# ---- design 1 ----
**src/rtl/card_dealer_pkg.sv**
```systemverilog
// Shared types and constants for the 24-game card dealer: FSM states,
// card geometry and the 4-bit XNOR LFSR seed/lockup values plus its step.
package dealer_pkg;

  typedef enum logic [1:0] {
    IDLE = 2'd0,
    DRAW = 2'd1,
    DONE = 2'd2
  } state_t;

  localparam int CARD_W    = 4;
  localparam int NUM_CARDS = 4;

  localparam logic [3:0] LFSR_SEED = 4'b1010;
  localparam logic [3:0] LFSR_LOCK = 4'b1111;

  // All-ones is the XNOR lockup point; re-enter the main cycle at the seed.
  function automatic logic [3:0] lfsr_next(input logic [3:0] r);
    return (r == LFSR_LOCK) ? LFSR_SEED : {r[2:0], ~(r[3] ^ r[2])};
  endfunction

endpackage

```
**src/rtl/card_dealer_lfsr.sv**
```systemverilog
// 4-bit XNOR LFSR (period 15) with seed on reset and lockup recovery.
module lfsr4_xnor
  import dealer_pkg::*;
(
  input  logic       clk,
  input  logic       rst,
  input  logic       step,
  output logic [3:0] value
);

  logic [3:0] value_q;
  logic [3:0] value_d;

  always_comb begin
    value_d = value_q;
    if (step) value_d = lfsr_next(value_q);
  end

  always_ff @(posedge clk) begin
    if (rst) value_q <= LFSR_SEED;
    else     value_q <= value_d;
  end

  assign value = value_q;

endmodule

```
**src/rtl/card_dealer.sv**
```systemverilog
// Deals four card values in 1..MAX_CARD by rejection-sampling a 4-bit LFSR;
// owns the LFSR, the control FSM, slot/draw counters and the card registers.
module card_dealer
  import dealer_pkg::*;
#(
  parameter int MAX_CARD = 13,
  parameter bit FREE_RUN = 1'b0
) (
  input  logic        clk,
  input  logic        rst,
  input  logic        deal_req,
  output logic        ready,
  output logic [15:0] cards,
  output logic        valid,
  output logic [4:0]  draws
);

  localparam logic [CARD_W-1:0] MAX_V = CARD_W'(MAX_CARD);

  state_t      state_q, state_d;
  logic [1:0]  slot_q, slot_d;
  logic [4:0]  draws_q, draws_d;
  logic [15:0] cards_q, cards_d;

  logic [3:0]  lfsr_val;
  logic        lfsr_step;
  logic        accept;
  logic        start;

  assign lfsr_step = FREE_RUN || (state_q == DRAW);
  assign accept    = (state_q == DRAW) && (lfsr_val != '0) && (lfsr_val <= MAX_V);
  assign start     = (state_q != DRAW) && deal_req;

  lfsr4_xnor u_lfsr (
    .clk   (clk),
    .rst   (rst),
    .step  (lfsr_step),
    .value (lfsr_val)
  );

  always_ff @(posedge clk) begin
    if (rst) state_q <= IDLE;
    else     state_q <= state_d;
  end

  always_comb begin
    state_d = state_q;
    case (state_q)
      IDLE, DONE: if (deal_req) state_d = DRAW;
      DRAW:       if (accept && (slot_q == 2'(NUM_CARDS - 1))) state_d = DONE;
      default:    state_d = IDLE;
    endcase
  end

  always_comb begin
    ready = (state_q != DRAW);
    valid = (state_q == DONE);
  end

  // Slot, draw counter and card file; deal_req during DRAW is ignored.
  always_comb begin
    slot_d  = slot_q;
    draws_d = draws_q;
    cards_d = cards_q;
    if (start) begin
      slot_d  = '0;
      draws_d = '0;
    end else if (state_q == DRAW) begin
      if (draws_q != 5'd31) draws_d = draws_q + 5'd1;
      if (accept) begin
        slot_d = slot_q + 2'd1;
        for (int i = 0; i < NUM_CARDS; i++) begin
          if (slot_q == 2'(i)) cards_d[i*CARD_W +: CARD_W] = lfsr_val;
        end
      end
    end
  end

  always_ff @(posedge clk) begin
    if (rst) begin
      slot_q  <= '0;
      draws_q <= '0;
      cards_q <= '0;
    end else begin
      slot_q  <= slot_d;
      draws_q <= draws_d;
      cards_q <= cards_d;
    end
  end

  assign cards = cards_q;
  assign draws = draws_q;

endmodule

```
**config.mk**
```make
export PLATFORM = sky130hd
export DESIGN_NAME = card_dealer
export DESIGN_NICKNAME = d
export VERILOG_FILES = /design/src/rtl/card_dealer_pkg.sv /design/src/rtl/card_dealer_lfsr.sv /design/src/rtl/card_dealer.sv
export SDC_FILE = /design/constraint.sdc
export NUM_CORES = 1
export LEC_CHECK = 0
export CORE_UTILIZATION = 42
export CTS_CLUSTER_DIAMETER = 200
export CTS_CLUSTER_SIZE = 30
export DETAILED_ROUTE_END_ITERATION = 10
export GPL_TIMING_DRIVEN = 0
export PLACE_DENSITY = 0.78
export SYNTH_ARGS = -nofsm -noshare
export SYNTH_HDL_FRONTEND = slang
export SYNTH_SLANG_ARGS = --single-unit
export TNS_END_PERCENT = 30
```
**constraint.sdc**
```tcl
create_clock -name clk -period 2.4 [get_ports clk]
set_clock_uncertainty 0.1 [all_clocks]
set_input_delay 0.48 -clock clk [delete_from_list [all_inputs] [get_ports clk]]
set_output_delay 0.48 -clock clk [all_outputs]
set_load 0.01 [all_outputs]
```
Design 1, clock distribution:
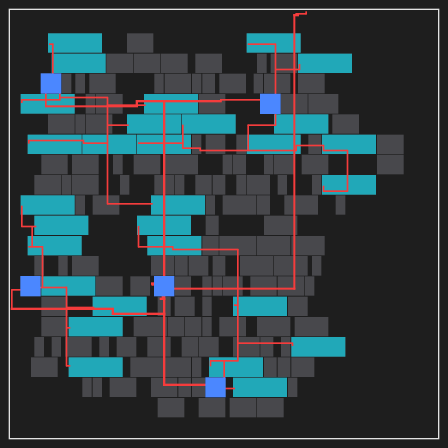
Key: clock wires = red [length 376 um]; clock-net drivers = blue [count 5]; flip-flops = cyan [count 29]
There are 6 routed clock nets.

Design 1, register map, names as in the netlist:
Scale bar: 20 um. Other sequential cells in the stronger gray, the rest of the logic in the fainter gray.
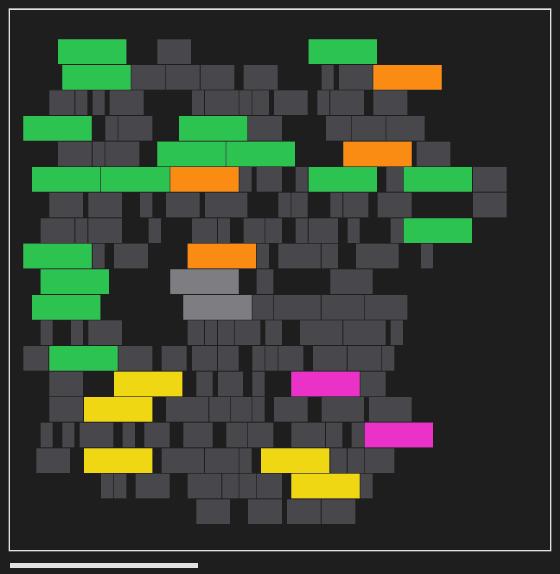
Key: slot_q = magenta [placed flops 2]; cards = green [placed flops 16]; u_lfsr.value = orange [placed flops 4]; draws = yellow [placed flops 5]
Another 2 sequential cells are not colored.
Finished Core Util: 0.574
sequential power: 0.000512 W
register cell area after layout: 581 sq um
flip-flop and latch share of the layout cell area: 0.358

==> results.txt <==
State of the implementation.

- The die extent in y is 57.5 um, for reference.
- The detailed-routed wire length on met2 is 1460 um, for reference.
- Yosys reported a register bit count of 29.
- The mux cell area share after synthesis is 0.139, for reference.
- The final reports fail on DRC.
- The number of placed instances, taps included, is 189.
- The number of fill cells in the layout is 244, for reference.
- For this design the static power due to leakage is 0.734 nW.
- In the detailed route, the total length drawn on met3 is 109 um.
- Per the synthesis report, the AND-OR/OR-AND share of the synthesized area is 0.0755.
- The critical path launch point is state_q[1], for reference.
- The switching portion of total power comes to 0.263.
- The fraction of registers with async set/reset is 0, for reference.
- Along the worst hold path, the cell count comes to 2.
- The library cells used most frequently in the layout, excluding fill and tap cells, are dfxtp_1, nor2_1, clkdlybuf4s50_1.
- The remaining routing DRC violations is 1, for reference.
- The transition time recorded at the tightest slew-check pin is 0.443 ns.
- The share of the core filled by cells before placement is 0.457, for reference.
- The via count of the first global-routing pass is 1032.
- The most common cell in the synthesized netlist is dfxtp_1, for reference.
- The library cell with the largest summed area after synthesis is dfxtp_1, for reference.
- The worst register-to-register path ends at cards[15].
- The final worst hold slack is 0.397 ns, for reference.
- The count of buffers added on input and output ports is 24.
- The internal reg-to-reg setup slack is 0.52 ns, for reference.
- The flow ran to the end, but the final reports show violations.
- The total combinational power is 0.000121 W, for reference.
- The depth of the CTS H-tree is 2, for reference.
- The met1 layer wirelength in the final routing is 1240 um, for reference.
- The total negative slack is 0 ns, for reference.
- Synthesis produced a netlist with a net count of 145.
- No sink is reached through more buffers than the 2 on the longest clock path.
- The count of antenna-violating nets left after detailed routing is 0, for reference.
- Per the post-synthesis stats, the area per cell is 9.65 sq um.
- Leaving out the clock tree, the finished layout contains a buffer count of 31.
==> critical path, stage by stage, from the launching register on <==
cell	delay (ns)
dfxtp_1	0.36
and2b_1	0.26
inv_2	0.19
clkdlybuf4s50_1	0.58
==> metal layers <==
metal / vias to the layer above / global-route usage
li1: 517 / -
met5: - / 0
met3: 6 / 0.0703
met2: 19 / 0.341
met4: 0 / 0.105
met1: 501 / 0.214
==> registers in the layout, summed over array words and instances (netlist names) <==
| register | cells |
|---|---|
| u_lfsr.value | 4 |
| draws | 5 |
| state_q | 2 |
| cards | 16 |
| slot_q | 2 |

# ---- design 2 ----
Design 2, clock distribution:
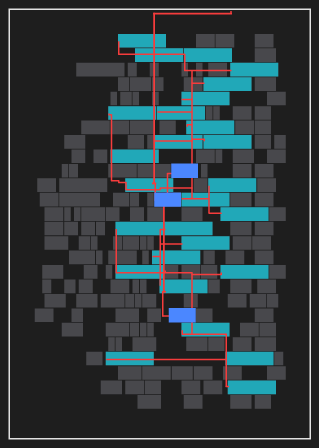
Design 2, signal metal coverage by tile:
The die is cut into 11 by 16 equal tiles; dark blue is low, red is high, scaled to the fullest tile. Values are wire area over tile area, all layers added.
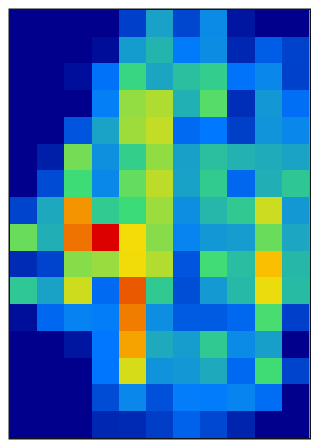
[config.mk]
export PLATFORM = sky130hd
export DESIGN_NAME = snake_body_scanner_flat
export DESIGN_NICKNAME = d
export VERILOG_FILES = /design/src/rtl/snake_pkg.sv /design/src/rtl/snake_body_scanner_if.sv /design/src/rtl/snake_body_scanner.sv /design/src/flat_wrapper.sv
export SDC_FILE = /design/constraint.sdc
export NUM_CORES = 1
export LEC_CHECK = 0
export CORE_ASPECT_RATIO = 1.5
export CORE_MARGIN = 4
export CORE_UTILIZATION = 42
export DETAILED_ROUTE_END_ITERATION = 7
export GPL_TIMING_DRIVEN = 0
export MAX_ROUTING_LAYER = met4
export PLACE_DENSITY_LB_ADDON = 0.3
export SLEW_MARGIN = 20
export SYNTH_ARGS = -nofsm -noshare
export SYNTH_HDL_FRONTEND = slang
export SYNTH_SLANG_ARGS = --single-unit
[constraint.sdc]
create_clock -name clk -period 1.96 [get_ports clk]
set_clock_uncertainty 0.1 [all_clocks]
set_input_delay 0.294 -clock clk [delete_from_list [all_inputs] [get_ports clk]]
set_output_delay 0.294 -clock clk [all_outputs]
set_load 0.02 [all_outputs]
[src/rtl/snake_pkg.sv]
// Shared definitions for the snake body store and its scanner: coordinate
// type, default geometry and the scan FSM state encoding.
package snake_pkg;

  localparam int COORD_XW     = 6;
  localparam int COORD_YW     = 5;
  localparam int BODY_MAX_LEN = 8;

  typedef struct packed {
    logic [COORD_XW-1:0] x;
    logic [COORD_YW-1:0] y;
  } coord_t;

  typedef enum logic [1:0] {
    IDLE,
    SCAN,
    DRAIN,
    DONE
  } scan_state_t;

  function automatic coord_t coord_pack(input logic [COORD_XW-1:0] x,
                                        input logic [COORD_YW-1:0] y);
    coord_t c;
    c.x = x;
    c.y = y;
    return c;
  endfunction

endpackage

[src/rtl/snake_body_scanner_if.sv]
// Indexed synchronous read port into the snake body store; the scanner is
// the master, the store answers one cycle after rd_en.
interface snake_body_scanner_if
  import snake_pkg::*;
#(
  parameter int AW = $clog2(BODY_MAX_LEN),
  parameter int DW = COORD_XW + COORD_YW
);

  logic          rd_en;
  logic [AW-1:0] rd_addr;
  logic [DW-1:0] rd_data;

  modport master (
    output rd_en,
    output rd_addr,
    input  rd_data
  );

  modport slave (
    input  rd_en,
    input  rd_addr,
    output rd_data
  );

endinterface

[src/rtl/snake_body_scanner.sv]
// Walks the stored body head-first and reports the lowest index matching a
// query coordinate. SNAKE_SCAN_EARLY_EXIT_EN stops the walk on the first hit.
module snake_body_scanner
  import snake_pkg::*;
#(
  parameter  int XW      = COORD_XW,
  parameter  int YW      = COORD_YW,
  parameter  int MAX_LEN = BODY_MAX_LEN,
  localparam int AW      = $clog2(MAX_LEN)
) (
  input  logic                 clk,
  input  logic                 reset_n,
  input  logic                 start,
  input  logic [XW+YW-1:0]     query,
  input  logic [7:0]           length,
  input  logic                 ignore_tail,
  snake_body_scanner_if.master rd,
  output logic                 busy,
  output logic                 done,
  output logic                 hit,
  output logic [AW-1:0]        hit_idx
);

  localparam int LW = $clog2(MAX_LEN + 1);
  localparam int DW = XW + YW;

  scan_state_t   state_q, state_d;
  logic [AW-1:0] idx_q;
  logic [AW-1:0] last_q;
  logic [AW-1:0] cmp_idx_q;
  logic          cmp_vld_q;
  logic [DW-1:0] query_q;

  logic [7:0]    len_clamp;
  logic [LW-1:0] limit_c;
  logic          accept;
  logic          issue;
  logic          match;

  always_comb begin
    len_clamp = (length > 8'(MAX_LEN)) ? 8'(MAX_LEN) : length;
    limit_c   = LW'(len_clamp);
    if (ignore_tail && (limit_c != '0)) begin
      limit_c = limit_c - LW'(1);
    end
  end

  // Only the first match is recorded; hit itself masks later duplicates.
  assign match = cmp_vld_q && (rd.rd_data == query_q) && !hit;

  always_comb begin
    state_d = state_q;
    accept  = 1'b0;
    issue   = 1'b0;
    case (state_q)
      IDLE: begin
        if (start) begin
          accept  = 1'b1;
          state_d = (limit_c == '0) ? DONE : SCAN;
        end
      end
      SCAN: begin
        issue = 1'b1;
        if (idx_q == last_q) begin
          state_d = DRAIN;
        end
`ifdef SNAKE_SCAN_EARLY_EXIT_EN
        if (match) begin
          state_d = DONE;
        end
`endif
      end
      DRAIN:   state_d = DONE;
      DONE:    state_d = IDLE;
      default: state_d = IDLE;
    endcase
  end

  assign rd.rd_en   = issue;
  assign rd.rd_addr = issue ? idx_q : '0;
  assign busy       = (state_q == SCAN) || (state_q == DRAIN);
  assign done       = (state_q == DONE);

  always_ff @(posedge clk or negedge reset_n) begin
    if (!reset_n) begin
      state_q   <= IDLE;
      idx_q     <= '0;
      last_q    <= '0;
      cmp_idx_q <= '0;
      cmp_vld_q <= 1'b0;
      query_q   <= '0;
      hit       <= 1'b0;
      hit_idx   <= '0;
    end else begin
      state_q   <= state_d;
      cmp_vld_q <= issue;
      cmp_idx_q <= idx_q;
      if (accept) begin
        idx_q   <= '0;
        last_q  <= AW'(limit_c - LW'(1));
        query_q <= query;
        hit     <= 1'b0;
        hit_idx <= '0;
      end else begin
        if (issue) begin
          idx_q <= idx_q + AW'(1);
        end
        if (match) begin
          hit     <= 1'b1;
          hit_idx <= cmp_idx_q;
        end
      end
    end
  end

endmodule

[src/flat_wrapper.sv]
// flat-port wrapper written by rule: the top's interface ports become plain ports
module snake_body_scanner_flat import snake_pkg::*;
#(
  parameter  int XW      = COORD_XW,
  parameter  int YW      = COORD_YW,
  parameter  int MAX_LEN = BODY_MAX_LEN,
  localparam int AW      = $clog2(MAX_LEN)
)
  (clk, reset_n, start, query, length, ignore_tail, busy, done, hit, hit_idx, rd_rd_en, rd_rd_addr, rd_rd_data);
  snake_body_scanner_if #(.AW(($clog2(MAX_LEN))), .DW((XW + YW))) rd_i ();
  input  logic clk;
  input  logic reset_n;
  input  logic start;
  input  logic [XW+YW-1:0] query;
  input  logic [7:0] length;
  input  logic ignore_tail;
  output logic busy;
  output logic done;
  output logic hit;
  output logic [AW-1:0] hit_idx;
  output wire logic [$bits(rd_i.rd_en)-1:0] rd_rd_en;
  output wire logic [$bits(rd_i.rd_addr)-1:0] rd_rd_addr;
  input wire logic [$bits(rd_i.rd_data)-1:0] rd_rd_data;
  assign rd_rd_en = rd_i.rd_en;
  assign rd_rd_addr = rd_i.rd_addr;
  assign rd_i.rd_data = rd_rd_data;
  snake_body_scanner #(.XW(XW), .YW(YW), .MAX_LEN(MAX_LEN)) u_core (.clk(clk), .reset_n(reset_n), .start(start), .query(query), .length(length), .ignore_tail(ignore_tail), .rd(rd_i), .busy(busy), .done(done), .hit(hit), .hit_idx(hit_idx));
endmodule
==> results.txt <==
State of the implementation.

- The flow ran to the end, but the final reports show violations.
- The checks that failed: setup timing.
- The endpoint of the most critical setup path is u_core.last_q[2], for reference.
- Of the available clock period, the critical path in the final layout requires 1.16.
- Once detailed placement completed, the half-perimeter wirelength came to 2680 um.
- Along the critical path, the tally of buffer and inverter instances is 1.
- The power report attributes to the sequential group a share of 0.402.
- The sequential cell area share is 0.321, for reference.
- In this run the top signal layer used is met4.
- The post-layout worst setup margin is -0.304 ns, for reference.
- The total negative slack is -0.943 ns, for reference.
- The timing report gives the biggest stage delay along the critical path as 0.55 ns.
- The mean routed wirelength per cell is 15.2 um, for reference.
- The non-clock buffer contribution to total cell area is 0.226, for reference.
- The cell-mix breakdown from Yosys lists the XOR/XNOR area share as 0.0950.
- For the completed layout, the total cell area is recorded as 0.00211 sq mm.
- The post-synthesis share of cell area spent on full adders, half adders and majority gates is 0.0679, for reference.
- The biggest combinational cell group after synthesis is simple AND/OR/NAND/NOR gates, for reference.
- The number of DRC markers after the initial detailed-route iteration is 16, for reference.
- In the final layout, the multi-input gates occupy 828 sq um.
- Per STA, the worst path is made up of buf_6 -> or4_4 -> nor2_4 -> nand2_2 -> ha_4 -> nor2b_4 -> nor2_1 -> a2bb2oi_2 -> ha_4 -> nand2_1 -> o311ai_1.
- The script logs the ratio of routed vias to standard cells as 5.16.
- The met1 layer wirelength in the final routing is 1200 um, for reference.
- The STA report counts the stages on the worst setup path as 11.
- CTS built an H-tree with a depth of 1.
- The master of the slowest instance on the critical path is or4_4, for reference.
- After floorplanning, the core was divided into 26 placement rows.
- The count of antenna-violating nets left after detailed routing is 0, for reference.
- Summed over all routing layers, the global router reports a total usage of 0.163.
- The cell type taking the most area is logic gates, for reference.
- The end-of-flow timing check tallies setup violations at 4.
- The via count of the first global-routing pass is 1301, for reference.
- Yosys mapped a number of flops with a built-in enable equal to 0.
About 'clock distribution' of design 2:
Key: clock wires = red [length 297 um]; flip-flops = cyan [count 27]; clock-net drivers = blue [count 3]
There are 4 routed clock nets.
clock network power: 0.000314 W
Clock power frac: 0.133
clock latency at the later pin of the worst-skew pair: 0.27 ns

About 'signal metal coverage by tile' of design 2:
19% of the tiles are over half the peak. The densest ninth of the die: middle. The emptiest ninth of the die: top left. The mean over all tiles is 0.12. The fullest tile reaches 0.40. 19% of the tiles are nearly empty.

-- synthesized netlist by cell type, drive strengths merged, types with 2 or more instances --
cell type,number,share of area
nand4,3,0.013
mux2i,5,0.034
a21oi,2,0.0068
nor2,7,0.018
nand2,15,0.038
inv,7,0.018
mux2,12,0.094
a22oi,2,0.014
clkbuf,3,0.0076
o31ai,2,0.020
o21ai,4,0.014
xnor2,12,0.071
dfrtp,27,0.46
ha,8,0.068
and2,4,0.017
nor2b,2,0.0085
xor2,4,0.024


## Gallery

Placement view.
image #1
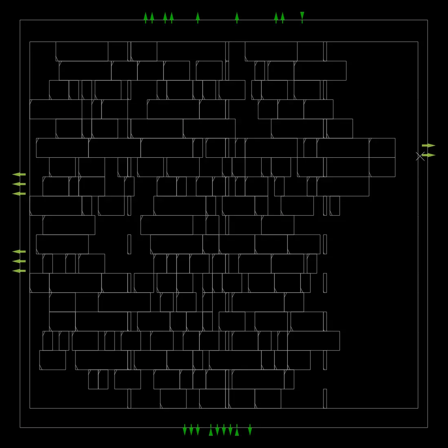
image #2
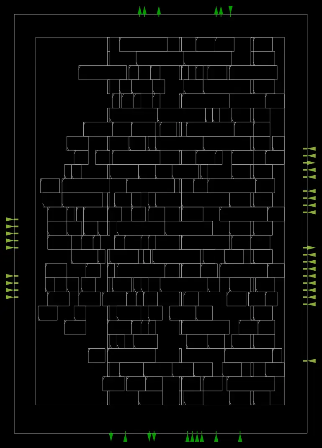
image #2: design 2
image #1: design 1

No activity file was given, so power comes from the tool's default toggle rates.
